######## design 1 ########
==> design_1/density.png <==
Scale: 2 px per um. 11 x 11 tiles, from black (low) to pale yellow (high), 0 to 100% covered.
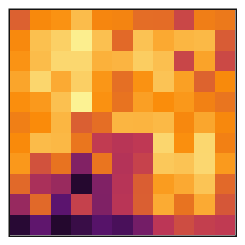

[config.mk]
export PLATFORM = sky130hd
export DESIGN_NAME = booth_mac_accum
export DESIGN_NICKNAME = d
export VERILOG_FILES = /design/src/rtl/booth_mac_accum.sv
export SDC_FILE = /design/constraint.sdc
export NUM_CORES = 1
export LEC_CHECK = 0
export ABC_AREA = 1
export CAP_MARGIN = 20
export CORE_UTILIZATION = 65
export DETAILED_ROUTE_END_ITERATION = 10
export PLACE_DENSITY = 0.89
export RECOVER_POWER = 50
export SETUP_SLACK_MARGIN = 0.5
export SLEW_MARGIN = 20
export SYNTH_ARGS = -nofsm -noshare
export SYNTH_HDL_FRONTEND = slang
export SYNTH_SLANG_ARGS = --single-unit
export TNS_END_PERCENT = 20
[constraint.sdc]
create_clock -name clk -period 7.5 [get_ports clk]
set_input_delay 0.75 -clock clk [delete_from_list [all_inputs] [get_ports clk]]
set_output_delay 0.75 -clock clk [all_outputs]
set_load 0.1 [all_outputs]
[src/rtl/booth_mac_accum.sv]
// Purpose  : pipelined signed 8x8 Booth multiply-accumulate with a saturating dot-product accumulator.
// Latency  : pair accepted at edge E0 is summed at E2; a last term's result is on out_* after E2.
// Backpres.: out_valid & ~out_ready (or clr) drops in_ready and freezes every stage; no result is lost.
//
// Ports:
//   clk, rst                 rising-edge clock, synchronous active-high reset
//   clr                      flush of the in-flight vector (result register untouched)
//   in_valid/in_ready        operand handshake; in_a, in_b signed 8-bit; in_last ends a vector
//   out_valid/out_ready      result handshake; out_acc (ACC_W), out_count (CNT_W), out_sat

// Combinational radix-4 Booth multiplier, 8x8 signed -> 16-bit product.
module boothmul (
  input  logic [7:0]  a,
  input  logic [7:0]  b,
  output logic [15:0] p
);
  logic [8:0]  bx;
  logic [15:0] ax;
  logic [15:0] pp;
  logic [15:0] sum;

  always_comb begin
    bx  = {b, 1'b0};
    ax  = {{8{a[7]}}, a};
    sum = '0;
    pp  = '0;
    for (int i = 0; i < 4; i++) begin
      // Recode {b[2i+1], b[2i], b[2i-1]} into a digit in -2..+2.
      pp = '0;
      case (bx[2*i +: 3])
        3'b001, 3'b010: pp = ax;
        3'b011:         pp = ax << 1;
        3'b100:         pp = -(ax << 1);
        3'b101, 3'b110: pp = -ax;
        default:        pp = '0;
      endcase
      sum = sum + (pp << (2*i));
    end
    p = sum;
  end
endmodule

module booth_mac_accum #(
  parameter int ACC_W = 24,
  parameter int CNT_W = 8
) (
  input  logic             clk,
  input  logic             rst,
  input  logic             clr,
  input  logic             in_valid,
  output logic             in_ready,
  input  logic [7:0]       in_a,
  input  logic [7:0]       in_b,
  input  logic             in_last,
  output logic             out_valid,
  input  logic             out_ready,
  output logic [ACC_W-1:0] out_acc,
  output logic [CNT_W-1:0] out_count,
  output logic             out_sat
);
  // S1: registered operands
  logic             v1, last1;
  logic [7:0]       a1, b1;
  // S2: registered product
  logic             v2, last2;
  logic [15:0]      prod2;
  logic [15:0]      prod;
  // S3: accumulator state
  logic [ACC_W-1:0] acc;
  logic [CNT_W-1:0] count;
  logic             sat;
  logic             first;
  // result register
  logic [ACC_W-1:0] res_acc;
  logic [CNT_W-1:0] res_count;
  logic             res_sat;
  logic             res_vld;

  logic             adv;
  logic [ACC_W-1:0] base;
  logic [ACC_W:0]   sum_w;
  logic             ovf;
  logic [ACC_W-1:0] acc_nxt;
  logic [CNT_W-1:0] cnt_nxt;
  logic             sat_nxt;

  boothmul u_mul (.a(a1), .b(b1), .p(prod));

  assign adv      = ~clr & ~(res_vld & ~out_ready);
  assign in_ready = adv & ~rst;

  always_comb begin
    base  = first ? '0 : acc;
    sum_w = {base[ACC_W-1], base} + {{(ACC_W+1-16){prod2[15]}}, prod2};
    // The extra top bit disagreeing with the sign bit means the ACC_W result overflowed.
    ovf   = sum_w[ACC_W] ^ sum_w[ACC_W-1];
    if (ovf)
      acc_nxt = sum_w[ACC_W] ? {1'b1, {(ACC_W-1){1'b0}}} : {1'b0, {(ACC_W-1){1'b1}}};
    else
      acc_nxt = sum_w[ACC_W-1:0];
    if (first)
      cnt_nxt = CNT_W'(1);
    else if (&count)
      cnt_nxt = count;
    else
      cnt_nxt = count + 1'b1;
    sat_nxt = (first ? 1'b0 : sat) | ovf;
  end

  always_ff @(posedge clk) begin
    if (rst) begin
      v1        <= 1'b0;
      last1     <= 1'b0;
      a1        <= '0;
      b1        <= '0;
      v2        <= 1'b0;
      last2     <= 1'b0;
      prod2     <= '0;
      acc       <= '0;
      count     <= '0;
      sat       <= 1'b0;
      first     <= 1'b1;
      res_acc   <= '0;
      res_count <= '0;
      res_sat   <= 1'b0;
      res_vld   <= 1'b0;
    end else begin
      if (clr) begin
        v1    <= 1'b0;
        v2    <= 1'b0;
        acc   <= '0;
        count <= '0;
        sat   <= 1'b0;
        first <= 1'b1;
      end else if (adv) begin
        v1    <= in_valid;
        a1    <= in_a;
        b1    <= in_b;
        last1 <= in_last;
        v2    <= v1;
        prod2 <= prod;
        last2 <= last1;
        if (v2) begin
          acc   <= acc_nxt;
          count <= cnt_nxt;
          sat   <= sat_nxt;
          first <= last2;
        end
      end

      // A new result on the same edge as a consume keeps out_valid high with fresh data.
      if (adv && v2 && last2) begin
        res_acc   <= acc_nxt;
        res_count <= cnt_nxt;
        res_sat   <= sat_nxt;
        res_vld   <= 1'b1;
      end else if (out_ready) begin
        res_vld   <= 1'b0;
      end
    end
  end

  assign out_valid = res_vld;
  assign out_acc   = res_acc;
  assign out_count = res_count;
  assign out_sat   = res_sat;
endmodule
######## design 2 ########
File: src/rtl/hamming_pkg.sv
// Shared types and helpers for the Hamming decoder error monitor.
//   err_class_e : classification of one decoded beat by its syndrome
//   classify()  : maps a syndrome onto err_class_e for a given total codeword width
package hamming_pkg;

   // Width used to carry syndromes and codeword widths into classify()
   localparam int unsigned POS_W = 32;

   typedef enum logic [1:0] {
      CLEAN  = 2'd0,
      PAR    = 2'd1,
      CORR   = 2'd2,
      UNCORR = 2'd3
   } err_class_e;

   // Zero syndrome is clean; a single set bit points at a parity position;
   // any other in-range position is a corrected data bit; out of range is uncorrectable.
   function automatic err_class_e classify(input logic [POS_W-1:0] pos,
                                           input logic [POS_W-1:0] tw);
      err_class_e cls;
      cls = UNCORR;
      if (pos == '0) begin
         cls = CLEAN;
      end else if ((pos & (pos - POS_W'(1))) == '0) begin
         cls = PAR;
      end else if (pos <= tw) begin
         cls = CORR;
      end
      return cls;
   endfunction

endpackage

File: src/rtl/hamming_skid_buf.sv
// Two-entry skid buffer: one-cycle accept-to-valid latency, full throughput,
// ready driven purely from registered occupancy.
//   i_clk, i_rstn        : clock, async active-low reset
//   i_valid/o_ready/i_data : upstream handshake and payload
//   o_valid/i_ready/o_data : downstream handshake and payload (o_data is a register)
module hamming_skid_buf #(
   parameter int unsigned W = 513
) (
   input  logic         i_clk,
   input  logic         i_rstn,
   input  logic         i_valid,
   output logic         o_ready,
   input  logic [W-1:0] i_data,
   output logic         o_valid,
   input  logic         i_ready,
   output logic [W-1:0] o_data
);

   logic         out_vld_q, out_vld_d;
   logic [W-1:0] out_q, out_d;
   logic         skd_vld_q, skd_vld_d;
   logic [W-1:0] skd_q, skd_d;
   logic         rdy_q, rdy_d;
   logic         accept;
   logic         deliver;

   assign accept  = i_valid && rdy_q;
   assign deliver = out_vld_q && i_ready;

   // Head register feeds the output; the skid register only fills when the head is stalled.
   always_comb begin
      out_vld_d = out_vld_q;
      out_d     = out_q;
      skd_vld_d = skd_vld_q;
      skd_d     = skd_q;
      if (!out_vld_q || deliver) begin
         if (skd_vld_q) begin
            // Skid only holds data while the head is full, and ready is low then,
            // so no new beat can arrive alongside this move.
            out_vld_d = 1'b1;
            out_d     = skd_q;
            skd_vld_d = 1'b0;
         end else begin
            out_vld_d = accept;
            if (accept) begin
               out_d = i_data;
            end
         end
      end else if (accept) begin
         skd_vld_d = 1'b1;
         skd_d     = i_data;
      end
      rdy_d = !(out_vld_d && skd_vld_d);
   end

   always_ff @(posedge i_clk or negedge i_rstn) begin
      if (!i_rstn) begin
         out_vld_q <= 1'b0;
         out_q     <= '0;
         skd_vld_q <= 1'b0;
         skd_q     <= '0;
         rdy_q     <= 1'b0;
      end else begin
         out_vld_q <= out_vld_d;
         out_q     <= out_d;
         skd_vld_q <= skd_vld_d;
         skd_q     <= skd_d;
         rdy_q     <= rdy_d;
      end
   end

   assign o_ready = rdy_q;
   assign o_valid = out_vld_q;
   assign o_data  = out_q;

endmodule

File: src/rtl/hamming_err_mon.sv
// Pass-through monitor behind a Hamming decoder: buffers beats unchanged,
// flags uncorrectable ones, counts corrected/uncorrectable events, captures
// the first error, and raises a level interrupt.
//   i_clk, i_rstn                  : clock, async active-low reset
//   i_valid/o_ready/i_data/i_err_pos/i_addr : upstream beat
//   o_valid/i_ready/o_data/o_uncorr         : downstream beat plus sideband
//   o_corr_cnt, o_uncorr_cnt       : saturating event counters
//   o_first_vld/addr/pos           : first-error capture
//   i_clr                          : clears counters and capture
//   i_irq_en, o_irq                : interrupt enables and registered interrupt
module hamming_err_mon
   import hamming_pkg::*;
#(
   parameter int unsigned DW = 512,
   parameter int unsigned PW = 10,
   parameter int unsigned AW = 32,
   parameter int unsigned CW = 16
) (
   input  logic          i_clk,
   input  logic          i_rstn,
   input  logic          i_valid,
   output logic          o_ready,
   input  logic [DW-1:0] i_data,
   input  logic [PW-1:0] i_err_pos,
   input  logic [AW-1:0] i_addr,
   output logic          o_valid,
   input  logic          i_ready,
   output logic [DW-1:0] o_data,
   output logic          o_uncorr,
   output logic [CW-1:0] o_corr_cnt,
   output logic [CW-1:0] o_uncorr_cnt,
   output logic          o_first_vld,
   output logic [AW-1:0] o_first_addr,
   output logic [PW-1:0] o_first_pos,
   input  logic          i_clr,
   input  logic [1:0]    i_irq_en,
   output logic          o_irq
);

   localparam int unsigned TW = DW + PW;
   localparam int unsigned SW = DW + 1;

   err_class_e    cls;
   logic          accept;
   logic          corr_evt;
   logic          uncorr_evt;
   logic [SW-1:0] skid_in;
   logic [SW-1:0] skid_out;

   logic [CW-1:0] corr_cnt_q, corr_cnt_d;
   logic [CW-1:0] uncorr_cnt_q, uncorr_cnt_d;
   logic          first_vld_q, first_vld_d;
   logic [AW-1:0] first_addr_q, first_addr_d;
   logic [PW-1:0] first_pos_q, first_pos_d;
   logic          irq_q, irq_d;

   assign cls        = classify(POS_W'(i_err_pos), POS_W'(TW));
   assign accept     = i_valid && o_ready;
   assign corr_evt   = accept && ((cls == PAR) || (cls == CORR));
   assign uncorr_evt = accept && (cls == UNCORR);
   assign skid_in    = {(cls == UNCORR), i_data};

   hamming_skid_buf #(
      .W (SW)
   ) u_skid (
      .i_clk   (i_clk),
      .i_rstn  (i_rstn),
      .i_valid (i_valid),
      .o_ready (o_ready),
      .i_data  (skid_in),
      .o_valid (o_valid),
      .i_ready (i_ready),
      .o_data  (skid_out)
   );

   assign o_data   = skid_out[DW-1:0];
   assign o_uncorr = skid_out[DW];

   // Clear is applied first so an event in the clear cycle lands on a fresh state.
   always_comb begin
      corr_cnt_d   = i_clr ? '0 : corr_cnt_q;
      uncorr_cnt_d = i_clr ? '0 : uncorr_cnt_q;
      first_vld_d  = i_clr ? 1'b0 : first_vld_q;
      first_addr_d = i_clr ? '0 : first_addr_q;
      first_pos_d  = i_clr ? '0 : first_pos_q;

      if (corr_evt && (corr_cnt_d != '1)) begin
         corr_cnt_d = corr_cnt_d + CW'(1);
      end
      if (uncorr_evt && (uncorr_cnt_d != '1)) begin
         uncorr_cnt_d = uncorr_cnt_d + CW'(1);
      end
      if (accept && (cls != CLEAN) && !first_vld_d) begin
         first_vld_d  = 1'b1;
         first_addr_d = i_addr;
         first_pos_d  = i_err_pos;
      end

      irq_d = (i_irq_en[0] && (corr_cnt_q != '0)) ||
              (i_irq_en[1] && (uncorr_cnt_q != '0));
   end

   always_ff @(posedge i_clk or negedge i_rstn) begin
      if (!i_rstn) begin
         corr_cnt_q   <= '0;
         uncorr_cnt_q <= '0;
         first_vld_q  <= 1'b0;
         first_addr_q <= '0;
         first_pos_q  <= '0;
         irq_q        <= 1'b0;
      end else begin
         corr_cnt_q   <= corr_cnt_d;
         uncorr_cnt_q <= uncorr_cnt_d;
         first_vld_q  <= first_vld_d;
         first_addr_q <= first_addr_d;
         first_pos_q  <= first_pos_d;
         irq_q        <= irq_d;
      end
   end

   assign o_corr_cnt   = corr_cnt_q;
   assign o_uncorr_cnt = uncorr_cnt_q;
   assign o_first_vld  = first_vld_q;
   assign o_first_addr = first_addr_q;
   assign o_first_pos  = first_pos_q;
   assign o_irq        = irq_q;

endmodule

File: config.mk
export PLATFORM = sky130hd
export DESIGN_NAME = hamming_err_mon
export DESIGN_NICKNAME = d
export VERILOG_FILES = /design/src/rtl/hamming_pkg.sv /design/src/rtl/hamming_skid_buf.sv /design/src/rtl/hamming_err_mon.sv
export SDC_FILE = /design/constraint.sdc
export NUM_CORES = 2
export LEC_CHECK = 0
export CAP_MARGIN = 10
export CORE_AREA = 3 3 448 450
export DETAILED_ROUTE_END_ITERATION = 6
export DIE_AREA = 0 0 451 453
export HOLD_SLACK_MARGIN = 0.1
export PLACE_DENSITY = 0.58
export SETUP_SLACK_MARGIN = 0.02
export SYNTH_ARGS = -nofsm -noshare
export SYNTH_HDL_FRONTEND = slang
export SYNTH_SLANG_ARGS = --single-unit
File: constraint.sdc
create_clock -name i_clk -period 1.7 [get_ports i_clk]
set_clock_uncertainty 0.05 [all_clocks]
set_input_delay 0.34 -clock i_clk [delete_from_list [all_inputs] [get_ports i_clk]]
set_output_delay 0.34 -clock i_clk [all_outputs]
set_load 0.05 [all_outputs]
==> design_1/zoom.png <==
Window x 44 to 69, y 44 to 69 um. Cells in gray, sequential cells in the stronger gray; small squares are vias.
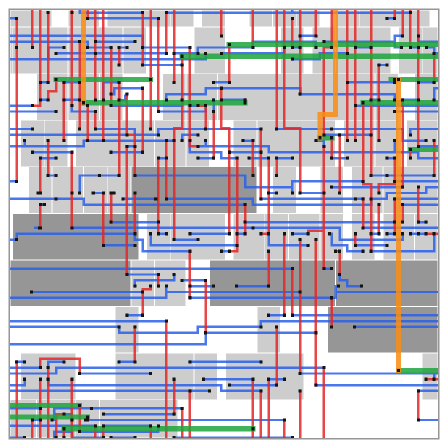
- green: met3
- orange: met4
- blue: met1
- red: met2
- cells with their middle in the window: 61
- sequential cells in the window: 6
- most frequent: nand2_1 (11), nor2_1 (10), inv_1 (7)
- netlist names of flops here include: `acc` (3), `prod2` (3)

About design_1/density.png:
- emptiest ninth of the die: lower left
- tiles over 75% full: 46%
- fullest tile: 97%
- mean over tiles: 68%
final design utilization: 0.7372
Initial Util: 0.6660
core footprint: 0.01196 mm^2

==> results.cfg, design 1 <==
; generated from flow reports
[yosys]
fa_ha_area_frac = 0.1228
top_cell_area_share = 0.2613
synthCells = 1211
synth_nets = 1298

[worst_setup_path]
crit_path_start_kind = input port
arrival_ns = 5.45
critical_path_depth = 10
cp_max_fo = 64

[sta]
final-hold-violation-count = 0
maxSlewViolCount = 25

[finish]
flop-count = 104
layout_top_cells = nand2_1 (214), inv_1 (199), nor2_1 (132)
diodes = 0
comb_cells = 863
clk_share = 0.03334

[placement]
hpwl_um = 16540
place_inst = 1377

[floorplan]
fp.dieW_um = 112.7
die_area_mm2 = 0.01270
nWellTaps = 147

[status]
violations = max-capacitance violations, max-slew violations
status = finished, violations left

[min_path]
hold-path-cell-count = 2
hp-class = flop to flop

[clock_network]
clkTransAtPathRegs_ns = 0.08
cts-root-buf = clkbuf_16

[pwr]
p_leak_nw = 4.294
peakVddDrop_mv = 0.1630
top_power_group = combinational cells
clockPowerShare = 0.272
p_seq_frac = 0.350
seq_power_w = 0.000608

[grt]
grt_pass1_wl_um = 36760

[drt]
drc = 0

[flow_run]
maxCapViolations = 1
==> design_2/clock_map.png <==
Scale: 1 px per um.
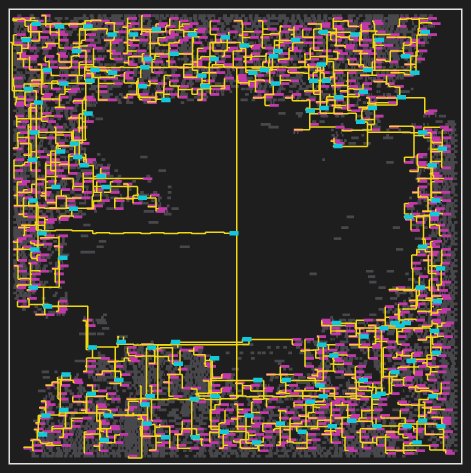
- yellow: clock wires (length 16200 um)
- magenta: flip-flops (count 1105)
- cyan: cells driving clock nets (count 134)
- routed clock nets: 135

==> results.cfg, design 2 <==
; generated from flow reports
[yosys]
xor_share = 0.004174
mux_share = 0.2380
synthCells = 3726
ff_type = dfrtp_1
edf_count = 0

[pwr]
comb_power_share = 0.373
p_seq_frac = 0.353
clockPowerShare = 0.273
p_leak_nw = 33.06
clk-power_w = 0.0298
seq_power_w = 0.0385
swShare = 0.3695
internal_power_w = 0.06864

[grt]
grt_pass1_wl_um = 259100
top_usage_layer = met2
gr-usage-met3 = 0.04421

[sta]
finalCritPeriodShare = 1.332
layout_setup_ws_ns = -0.5636
slew_headroom = 0.5768
setup_violations = 1463
timing.setup.tns_ns = -115.65
period_minus_slack_ns = 2.264

[worst_setup_path]
crit_end = o_corr_cnt[14]
worst_r2r_endpoint = o_uncorr_cnt[14]
arrival_ns = 2.83
required_ns = 2.26

[drt]
wl_met1_um = 72410

[floorplan]
fp.dieW_um = 451

[clock_network]
clkTransAtPathRegs_ns = 0.06
cts_buffer_depth = 3
cts_hold_repair.buffers = 422

[finish]
seq_share = 0.3617
layout_top_cells = dfrtp_1 (1070), nand2_1 (561), clkdlybuf4s50_1 (549)
nClkBuffers = 192
postLayoutCellArea_mm2 = 0.07659
flop-count = 1105
comb_share = 0.2314
nets = 6275
flop_area_mm2 = 0.02770

[status]
status = finished, violations left
violations = negative setup slack

[min_path]
hp-class = input port to flop

[placement]
gp_congestion = 0.8764

######## design 3 ########
==> design_3/density.png <==
Scale: 1 px per um. 22 x 22 tiles, from black (low) to pale yellow (high), 0 to 100% covered.
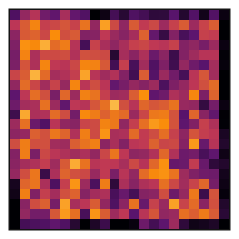
==> design_3/clock_map.png <==
Scale: 2 px per um.
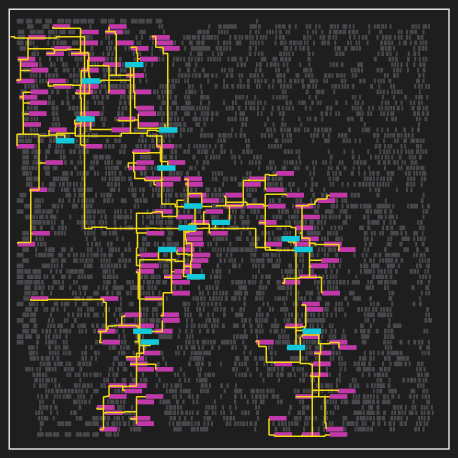
## src/rtl/muldiv_pkg.sv

```systemverilog
// Shared definitions for the multi-cycle RISC-V M-extension unit: funct3 op codes,
// FSM state encoding, decoder constants and operand-signedness helpers.
package muldiv_pkg;

   localparam logic [2:0] MD_OP_MUL    = 3'b000;
   localparam logic [2:0] MD_OP_MULH   = 3'b001;
   localparam logic [2:0] MD_OP_MULHSU = 3'b010;
   localparam logic [2:0] MD_OP_MULHU  = 3'b011;
   localparam logic [2:0] MD_OP_DIV    = 3'b100;
   localparam logic [2:0] MD_OP_DIVU   = 3'b101;
   localparam logic [2:0] MD_OP_REM    = 3'b110;
   localparam logic [2:0] MD_OP_REMU   = 3'b111;

   // The decoder routes an instruction here when opcode==OP and funct7==M.
   localparam logic [6:0] MD_OPCODE_OP = 7'b0110011;
   localparam logic [6:0] MD_FUNCT7_M  = 7'b0000001;

   typedef enum logic [1:0] {
      MD_IDLE = 2'd0,
      MD_CALC = 2'd1,
      MD_FIX  = 2'd2,
      MD_DONE = 2'd3
   } md_state_t;

   function automatic logic op_rs1_signed(input logic [2:0] op);
      return op inside {MD_OP_MUL, MD_OP_MULH, MD_OP_MULHSU, MD_OP_DIV, MD_OP_REM};
   endfunction

   function automatic logic op_rs2_signed(input logic [2:0] op);
      return op inside {MD_OP_MUL, MD_OP_MULH, MD_OP_DIV, MD_OP_REM};
   endfunction

   function automatic logic op_is_div(input logic [2:0] op);
      return op[2];
   endfunction

   function automatic logic op_is_rem(input logic [2:0] op);
      return op[2] & op[1];
   endfunction

endpackage

```

## src/rtl/muldiv_if.sv

```systemverilog
// Request/result bundle of muldiv_unit. Both sides use valid/ready: a transfer happens on
// a rising edge where valid and ready are both high; valid, once raised, holds its payload.
interface muldiv_if #(
   parameter int XLEN  = 32,
   parameter int TAG_W = 5
);
   import muldiv_pkg::*;

   logic             MD_flush;
   logic             MD_in_valid;
   logic             MD_in_ready;
   logic [2:0]       MD_op;
   logic [XLEN-1:0]  MD_rs1_data;
   logic [XLEN-1:0]  MD_rs2_data;
   logic [TAG_W-1:0] MD_tag_in;
   logic             MD_out_valid;
   logic             MD_out_ready;
   logic [XLEN-1:0]  MD_result;
   logic [TAG_W-1:0] MD_tag_out;
   logic             MD_busy;
   md_state_t        MD_dbg_state;

   modport master (
      output MD_flush, MD_in_valid, MD_op, MD_rs1_data, MD_rs2_data, MD_tag_in, MD_out_ready,
      input  MD_in_ready, MD_out_valid, MD_result, MD_tag_out, MD_busy, MD_dbg_state
   );

   modport slave (
      input  MD_flush, MD_in_valid, MD_op, MD_rs1_data, MD_rs2_data, MD_tag_in, MD_out_ready,
      output MD_in_ready, MD_out_valid, MD_result, MD_tag_out, MD_busy, MD_dbg_state
   );

endinterface

```

## src/rtl/muldiv_step.sv

```systemverilog
// One radix-2 iteration: shift-add for multiply (hi:lo accumulator, multiplier in lo),
// restoring trial-subtract for divide (partial remainder in hi, quotient shifts into lo).
module muldiv_step #(
   parameter int XLEN = 32
) (
   input  logic            is_div,
   input  logic [XLEN-1:0] hi,
   input  logic [XLEN-1:0] lo,
   input  logic [XLEN-1:0] b,
   output logic [XLEN-1:0] hi_nxt,
   output logic [XLEN-1:0] lo_nxt
);

   logic [XLEN:0] sum;
   logic [XLEN:0] sh;
   logic [XLEN:0] diff;

   always_comb begin
      sum  = {1'b0, hi} + (lo[0] ? {1'b0, b} : '0);
      sh   = {hi, lo[XLEN-1]};
      diff = sh - {1'b0, b};
      if (is_div) begin
         // Remainder stays below the divisor, so a set top bit means the trial went negative.
         if (!diff[XLEN]) begin
            hi_nxt = diff[XLEN-1:0];
            lo_nxt = {lo[XLEN-2:0], 1'b1};
         end else begin
            hi_nxt = sh[XLEN-1:0];
            lo_nxt = {lo[XLEN-2:0], 1'b0};
         end
      end else begin
         hi_nxt = sum[XLEN:1];
         lo_nxt = {sum[0], lo[XLEN-1:1]};
      end
   end

endmodule

```

## src/rtl/muldiv_unit.sv

```systemverilog
// Multi-cycle RISC-V M-extension unit (mul/div/rem) with flush and rd tag pass-through.
// Define MULDIV_FAST_MUL_EN to compute multiplies in a single cycle with a full multiplier.
module muldiv_unit
   import muldiv_pkg::*;
#(
   parameter int XLEN  = 32,
   parameter int TAG_W = 5
) (
   input  logic     SYS_clk,
   input  logic     SYS_reset_n,
   muldiv_if.slave  md
);

   localparam int CNT_W = $clog2(XLEN + 1);

   md_state_t        state;
   logic [CNT_W-1:0] cnt;
   logic [XLEN-1:0]  hi_q, lo_q, b_q;
   logic [2:0]       op_q;
   logic             neg_q;
   logic [TAG_W-1:0] tag_q;
   logic [XLEN-1:0]  result_q;
   logic [TAG_W-1:0] tag_out_q;
   logic             out_valid_q;

   logic            accept;
   logic            s1, s2;
   logic [XLEN-1:0] mag1, mag2;
   logic            in_is_div, in_is_rem;
   logic            div_zero, div_ovf;
   logic [XLEN-1:0] corner_res;
   logic [XLEN-1:0] hi_nxt, lo_nxt;
   logic [2*XLEN-1:0] prod, prod_s;
   logic [XLEN-1:0] div_sel, div_s, fix_res;

   assign md.MD_in_ready  = (state == MD_IDLE) && !md.MD_flush;
   assign md.MD_busy      = (state != MD_IDLE);
   assign md.MD_out_valid = out_valid_q;
   assign md.MD_result    = result_q;
   assign md.MD_tag_out   = tag_out_q;
   assign md.MD_dbg_state = state;

   assign accept = md.MD_in_valid && md.MD_in_ready;

   always_comb begin
      s1        = op_rs1_signed(md.MD_op) & md.MD_rs1_data[XLEN-1];
      s2        = op_rs2_signed(md.MD_op) & md.MD_rs2_data[XLEN-1];
      mag1      = s1 ? -md.MD_rs1_data : md.MD_rs1_data;
      mag2      = s2 ? -md.MD_rs2_data : md.MD_rs2_data;
      in_is_div = op_is_div(md.MD_op);
      in_is_rem = op_is_rem(md.MD_op);
      div_zero  = in_is_div && (md.MD_rs2_data == '0);
      div_ovf   = (md.MD_op == MD_OP_DIV || md.MD_op == MD_OP_REM) &&
                  (md.MD_rs1_data == {1'b1, {(XLEN-1){1'b0}}}) && (md.MD_rs2_data == '1);
      if (div_zero) corner_res = in_is_rem ? md.MD_rs1_data : '1;
      else          corner_res = in_is_rem ? '0 : md.MD_rs1_data;
   end

`ifdef MULDIV_FAST_MUL_EN
   logic [2*XLEN-1:0] fast_mag, fast_s;
   logic [XLEN-1:0]   fast_res;

   always_comb begin
      fast_mag = {{XLEN{1'b0}}, mag1} * {{XLEN{1'b0}}, mag2};
      fast_s   = (s1 ^ s2) ? -fast_mag : fast_mag;
      fast_res = (md.MD_op == MD_OP_MUL) ? fast_s[XLEN-1:0] : fast_s[2*XLEN-1:XLEN];
   end
`endif

   muldiv_step #(.XLEN(XLEN)) u_step (
      .is_div (op_q[2]),
      .hi     (hi_q),
      .lo     (lo_q),
      .b      (b_q),
      .hi_nxt (hi_nxt),
      .lo_nxt (lo_nxt)
   );

   // Sign correction happens on the magnitudes after the last iteration.
   always_comb begin
      prod    = {hi_q, lo_q};
      prod_s  = neg_q ? -prod : prod;
      div_sel = op_is_rem(op_q) ? hi_q : lo_q;
      div_s   = neg_q ? -div_sel : div_sel;
      if (op_q[2])               fix_res = div_s;
      else if (op_q == MD_OP_MUL) fix_res = prod_s[XLEN-1:0];
      else                        fix_res = prod_s[2*XLEN-1:XLEN];
   end

   always_ff @(posedge SYS_clk or negedge SYS_reset_n) begin
      if (!SYS_reset_n) begin
         state       <= MD_IDLE;
         cnt         <= '0;
         hi_q        <= '0;
         lo_q        <= '0;
         b_q         <= '0;
         op_q        <= '0;
         neg_q       <= 1'b0;
         tag_q       <= '0;
         result_q    <= '0;
         tag_out_q   <= '0;
         out_valid_q <= 1'b0;
      end else if (md.MD_flush) begin
         state       <= MD_IDLE;
         cnt         <= '0;
         out_valid_q <= 1'b0;
      end else begin
         case (state)
            MD_IDLE: begin
               if (accept) begin
                  op_q  <= md.MD_op;
                  tag_q <= md.MD_tag_in;
                  neg_q <= in_is_rem ? s1 : (s1 ^ s2);
                  hi_q  <= '0;
                  lo_q  <= in_is_div ? mag1 : mag2;
                  b_q   <= in_is_div ? mag2 : mag1;
                  cnt   <= CNT_W'(XLEN);
                  if (div_zero || div_ovf) begin
                     result_q    <= corner_res;
                     tag_out_q   <= md.MD_tag_in;
                     out_valid_q <= 1'b1;
                     state       <= MD_DONE;
`ifdef MULDIV_FAST_MUL_EN
                  end else if (!in_is_div) begin
                     result_q    <= fast_res;
                     tag_out_q   <= md.MD_tag_in;
                     out_valid_q <= 1'b1;
                     state       <= MD_DONE;
`endif
                  end else begin
                     state <= MD_CALC;
                  end
               end
            end
            MD_CALC: begin
               hi_q <= hi_nxt;
               lo_q <= lo_nxt;
               cnt  <= cnt - CNT_W'(1);
               if (cnt == CNT_W'(1)) state <= MD_FIX;
            end
            MD_FIX: begin
               result_q    <= fix_res;
               tag_out_q   <= tag_q;
               out_valid_q <= 1'b1;
               state       <= MD_DONE;
            end
            MD_DONE: begin
               if (md.MD_out_ready) begin
                  out_valid_q <= 1'b0;
                  state       <= MD_IDLE;
               end
            end
            default: state <= MD_IDLE;
         endcase
      end
   end

endmodule

```

## src/flat_wrapper.sv

```systemverilog
// flat-port wrapper written by rule: the top's interface ports become plain ports
module muldiv_unit_flat import muldiv_pkg::*;
#(
   parameter int XLEN  = 32,
   parameter int TAG_W = 5
)
  (SYS_clk, SYS_reset_n, md_MD_flush, md_MD_in_valid, md_MD_op, md_MD_rs1_data, md_MD_rs2_data, md_MD_tag_in, md_MD_out_ready, md_MD_in_ready, md_MD_out_valid, md_MD_result, md_MD_tag_out, md_MD_busy, md_MD_dbg_state);
  muldiv_if #(.XLEN(XLEN), .TAG_W(TAG_W)) md_i ();
  input  logic SYS_clk;
  input  logic SYS_reset_n;
  input wire logic [$bits(md_i.MD_flush)-1:0] md_MD_flush;
  input wire logic [$bits(md_i.MD_in_valid)-1:0] md_MD_in_valid;
  input wire logic [$bits(md_i.MD_op)-1:0] md_MD_op;
  input wire logic [$bits(md_i.MD_rs1_data)-1:0] md_MD_rs1_data;
  input wire logic [$bits(md_i.MD_rs2_data)-1:0] md_MD_rs2_data;
  input wire logic [$bits(md_i.MD_tag_in)-1:0] md_MD_tag_in;
  input wire logic [$bits(md_i.MD_out_ready)-1:0] md_MD_out_ready;
  output wire logic [$bits(md_i.MD_in_ready)-1:0] md_MD_in_ready;
  output wire logic [$bits(md_i.MD_out_valid)-1:0] md_MD_out_valid;
  output wire logic [$bits(md_i.MD_result)-1:0] md_MD_result;
  output wire logic [$bits(md_i.MD_tag_out)-1:0] md_MD_tag_out;
  output wire logic [$bits(md_i.MD_busy)-1:0] md_MD_busy;
  output wire logic [$bits(md_i.MD_dbg_state)-1:0] md_MD_dbg_state;
  assign md_i.MD_flush = md_MD_flush;
  assign md_i.MD_in_valid = md_MD_in_valid;
  assign md_i.MD_op = md_MD_op;
  assign md_i.MD_rs1_data = md_MD_rs1_data;
  assign md_i.MD_rs2_data = md_MD_rs2_data;
  assign md_i.MD_tag_in = md_MD_tag_in;
  assign md_i.MD_out_ready = md_MD_out_ready;
  assign md_MD_in_ready = md_i.MD_in_ready;
  assign md_MD_out_valid = md_i.MD_out_valid;
  assign md_MD_result = md_i.MD_result;
  assign md_MD_tag_out = md_i.MD_tag_out;
  assign md_MD_busy = md_i.MD_busy;
  assign md_MD_dbg_state = md_i.MD_dbg_state;
  muldiv_unit #(.XLEN(XLEN), .TAG_W(TAG_W)) u_core (.SYS_clk(SYS_clk), .SYS_reset_n(SYS_reset_n), .md(md_i));
endmodule
```

## config.mk

```make
export PLATFORM = sky130hd
export DESIGN_NAME = muldiv_unit_flat
export DESIGN_NICKNAME = d
export VERILOG_FILES = /design/src/rtl/muldiv_pkg.sv /design/src/rtl/muldiv_if.sv /design/src/rtl/muldiv_step.sv /design/src/rtl/muldiv_unit.sv /design/src/flat_wrapper.sv
export SDC_FILE = /design/constraint.sdc
export NUM_CORES = 1
export LEC_CHECK = 0
export ABC_AREA = 1
export CAP_MARGIN = 20
export CORE_MARGIN = 3
export CORE_UTILIZATION = 42
export DETAILED_ROUTE_END_ITERATION = 10
export PLACE_DENSITY = 0.59
export SETUP_SLACK_MARGIN = 0.2
export SYNTH_ARGS = -nofsm -noshare
export SYNTH_HDL_FRONTEND = slang
export SYNTH_SLANG_ARGS = --single-unit
```

## constraint.sdc

```tcl
create_clock -name SYS_clk -period 3.7 [get_ports SYS_clk]
set_input_delay 0.74 -clock SYS_clk [delete_from_list [all_inputs] [get_ports SYS_clk]]
set_output_delay 0.74 -clock SYS_clk [all_outputs]
set_load 0.01 [all_outputs]
```

==> results.cfg <==
; generated from flow reports
[status]
status = completed

[drt]
drt_iter0_drc = 3412
dr.pass1.iters = 7
wl_met1_um = 39790
ant_nets = 0
vias_per_cell = 5.900

[worst_setup_path]
cp_cell_sequence = buf_4, inv_2, ha_1, nand3_1, nor2_2, nand2_1, o21ai_1, nand2_1, o21ai_0, nand2_1, nand2_1, nand2_1, nand2_1, nand2_1
arrival_ns = 3.58
required_ns = 4.05
crit_buf_inv = 2
critical_path_depth = 14
cp_top_family = simple AND/OR/NAND/NOR gates

[pwr]
comb_power_share = 0.762
seq_power_w = 0.00366
internal_power_w = 0.008992
powerDensity_mw_per_mm2 = 1063

[clock_network]
postCtsSetupBuffers = 0

[finish]
comb_cells = 2762
nClkBuffers = 18
drive_gt1_frac = 0.04857
diodes = 0
layout_top_cell = nand2_1
seq_share = 0.1740

[yosys]
simple_gate_area_frac = 0.4472
synthCells = 3421
common_cells = nand2_1 (1068), nor2_1 (436), nand3_1 (367)
topCombFamilyByArea = simple AND/OR/NAND/NOR gates
synthesis.area_mm2 = 0.01907
fa_ha_area_frac = 0.05131
top_area_cell = nand2_1
synth_cell_types = 44
ys_area_mm2 = 0.01907

[placement]
hpwl_um = 74210
place_inst = 4081
gp_congestion = 1.039

[sta]
finalCritPeriodShare = 0.8733
rsz0062_at_grt = no

[grt]
grt_overflow_total = 0
gr-usage-met3 = 0.07436
top_usage_layer = met2
About design_3/density.png:
- fullest tile: 85%
- emptiest ninth of the die: upper right
- tiles over 75% full: 4.1%
- mean over tiles: 44%
- nearly empty tiles: 3.7%
Initial Util: 0.4284
core footprint: 0.04451 mm^2
final design utilization: 0.4886

About design_3/clock_map.png:
- yellow: clock wires (length 2360 um)
- cyan: cells driving clock nets (count 17)
- magenta: flip-flops (count 151)
- flops lie: all over the die
clock skew: 0.01265 ns
clk pwr: 0.00185 W
Skew-Pair Late Insertion Delay: 0.46 ns



==> layout pictures side by side <==
Cells colored by class.
panel A
Scale: 1.5 px per um. Fill, decap, tap and diode cells in gray.
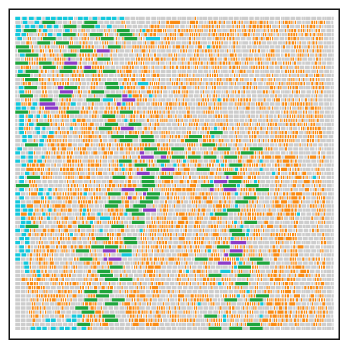
panel B
Scale: 3 px per um. Fill, decap, tap and diode cells in gray.
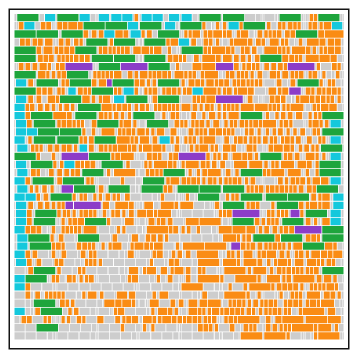
panel C
Scale: 1 px per um. Fill, decap, tap and diode cells in gray.
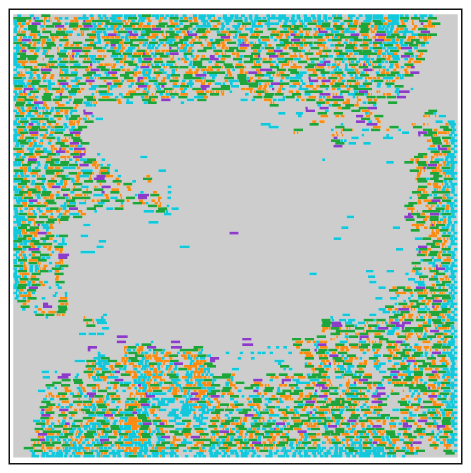
Design 1 is panel B.
Design 3 is panel A.
Design 2 is panel C.
The one with the highest utilization is panel B.

Key to panel B:
- cyan: other buffers and delay cells (cells 58)
- orange: all other logic (cells 1068)
- green: flip-flops (cells 104)
- purple: clock drivers and dummy loads (cells 16)

Power is estimated from default activity; no workload was simulated.
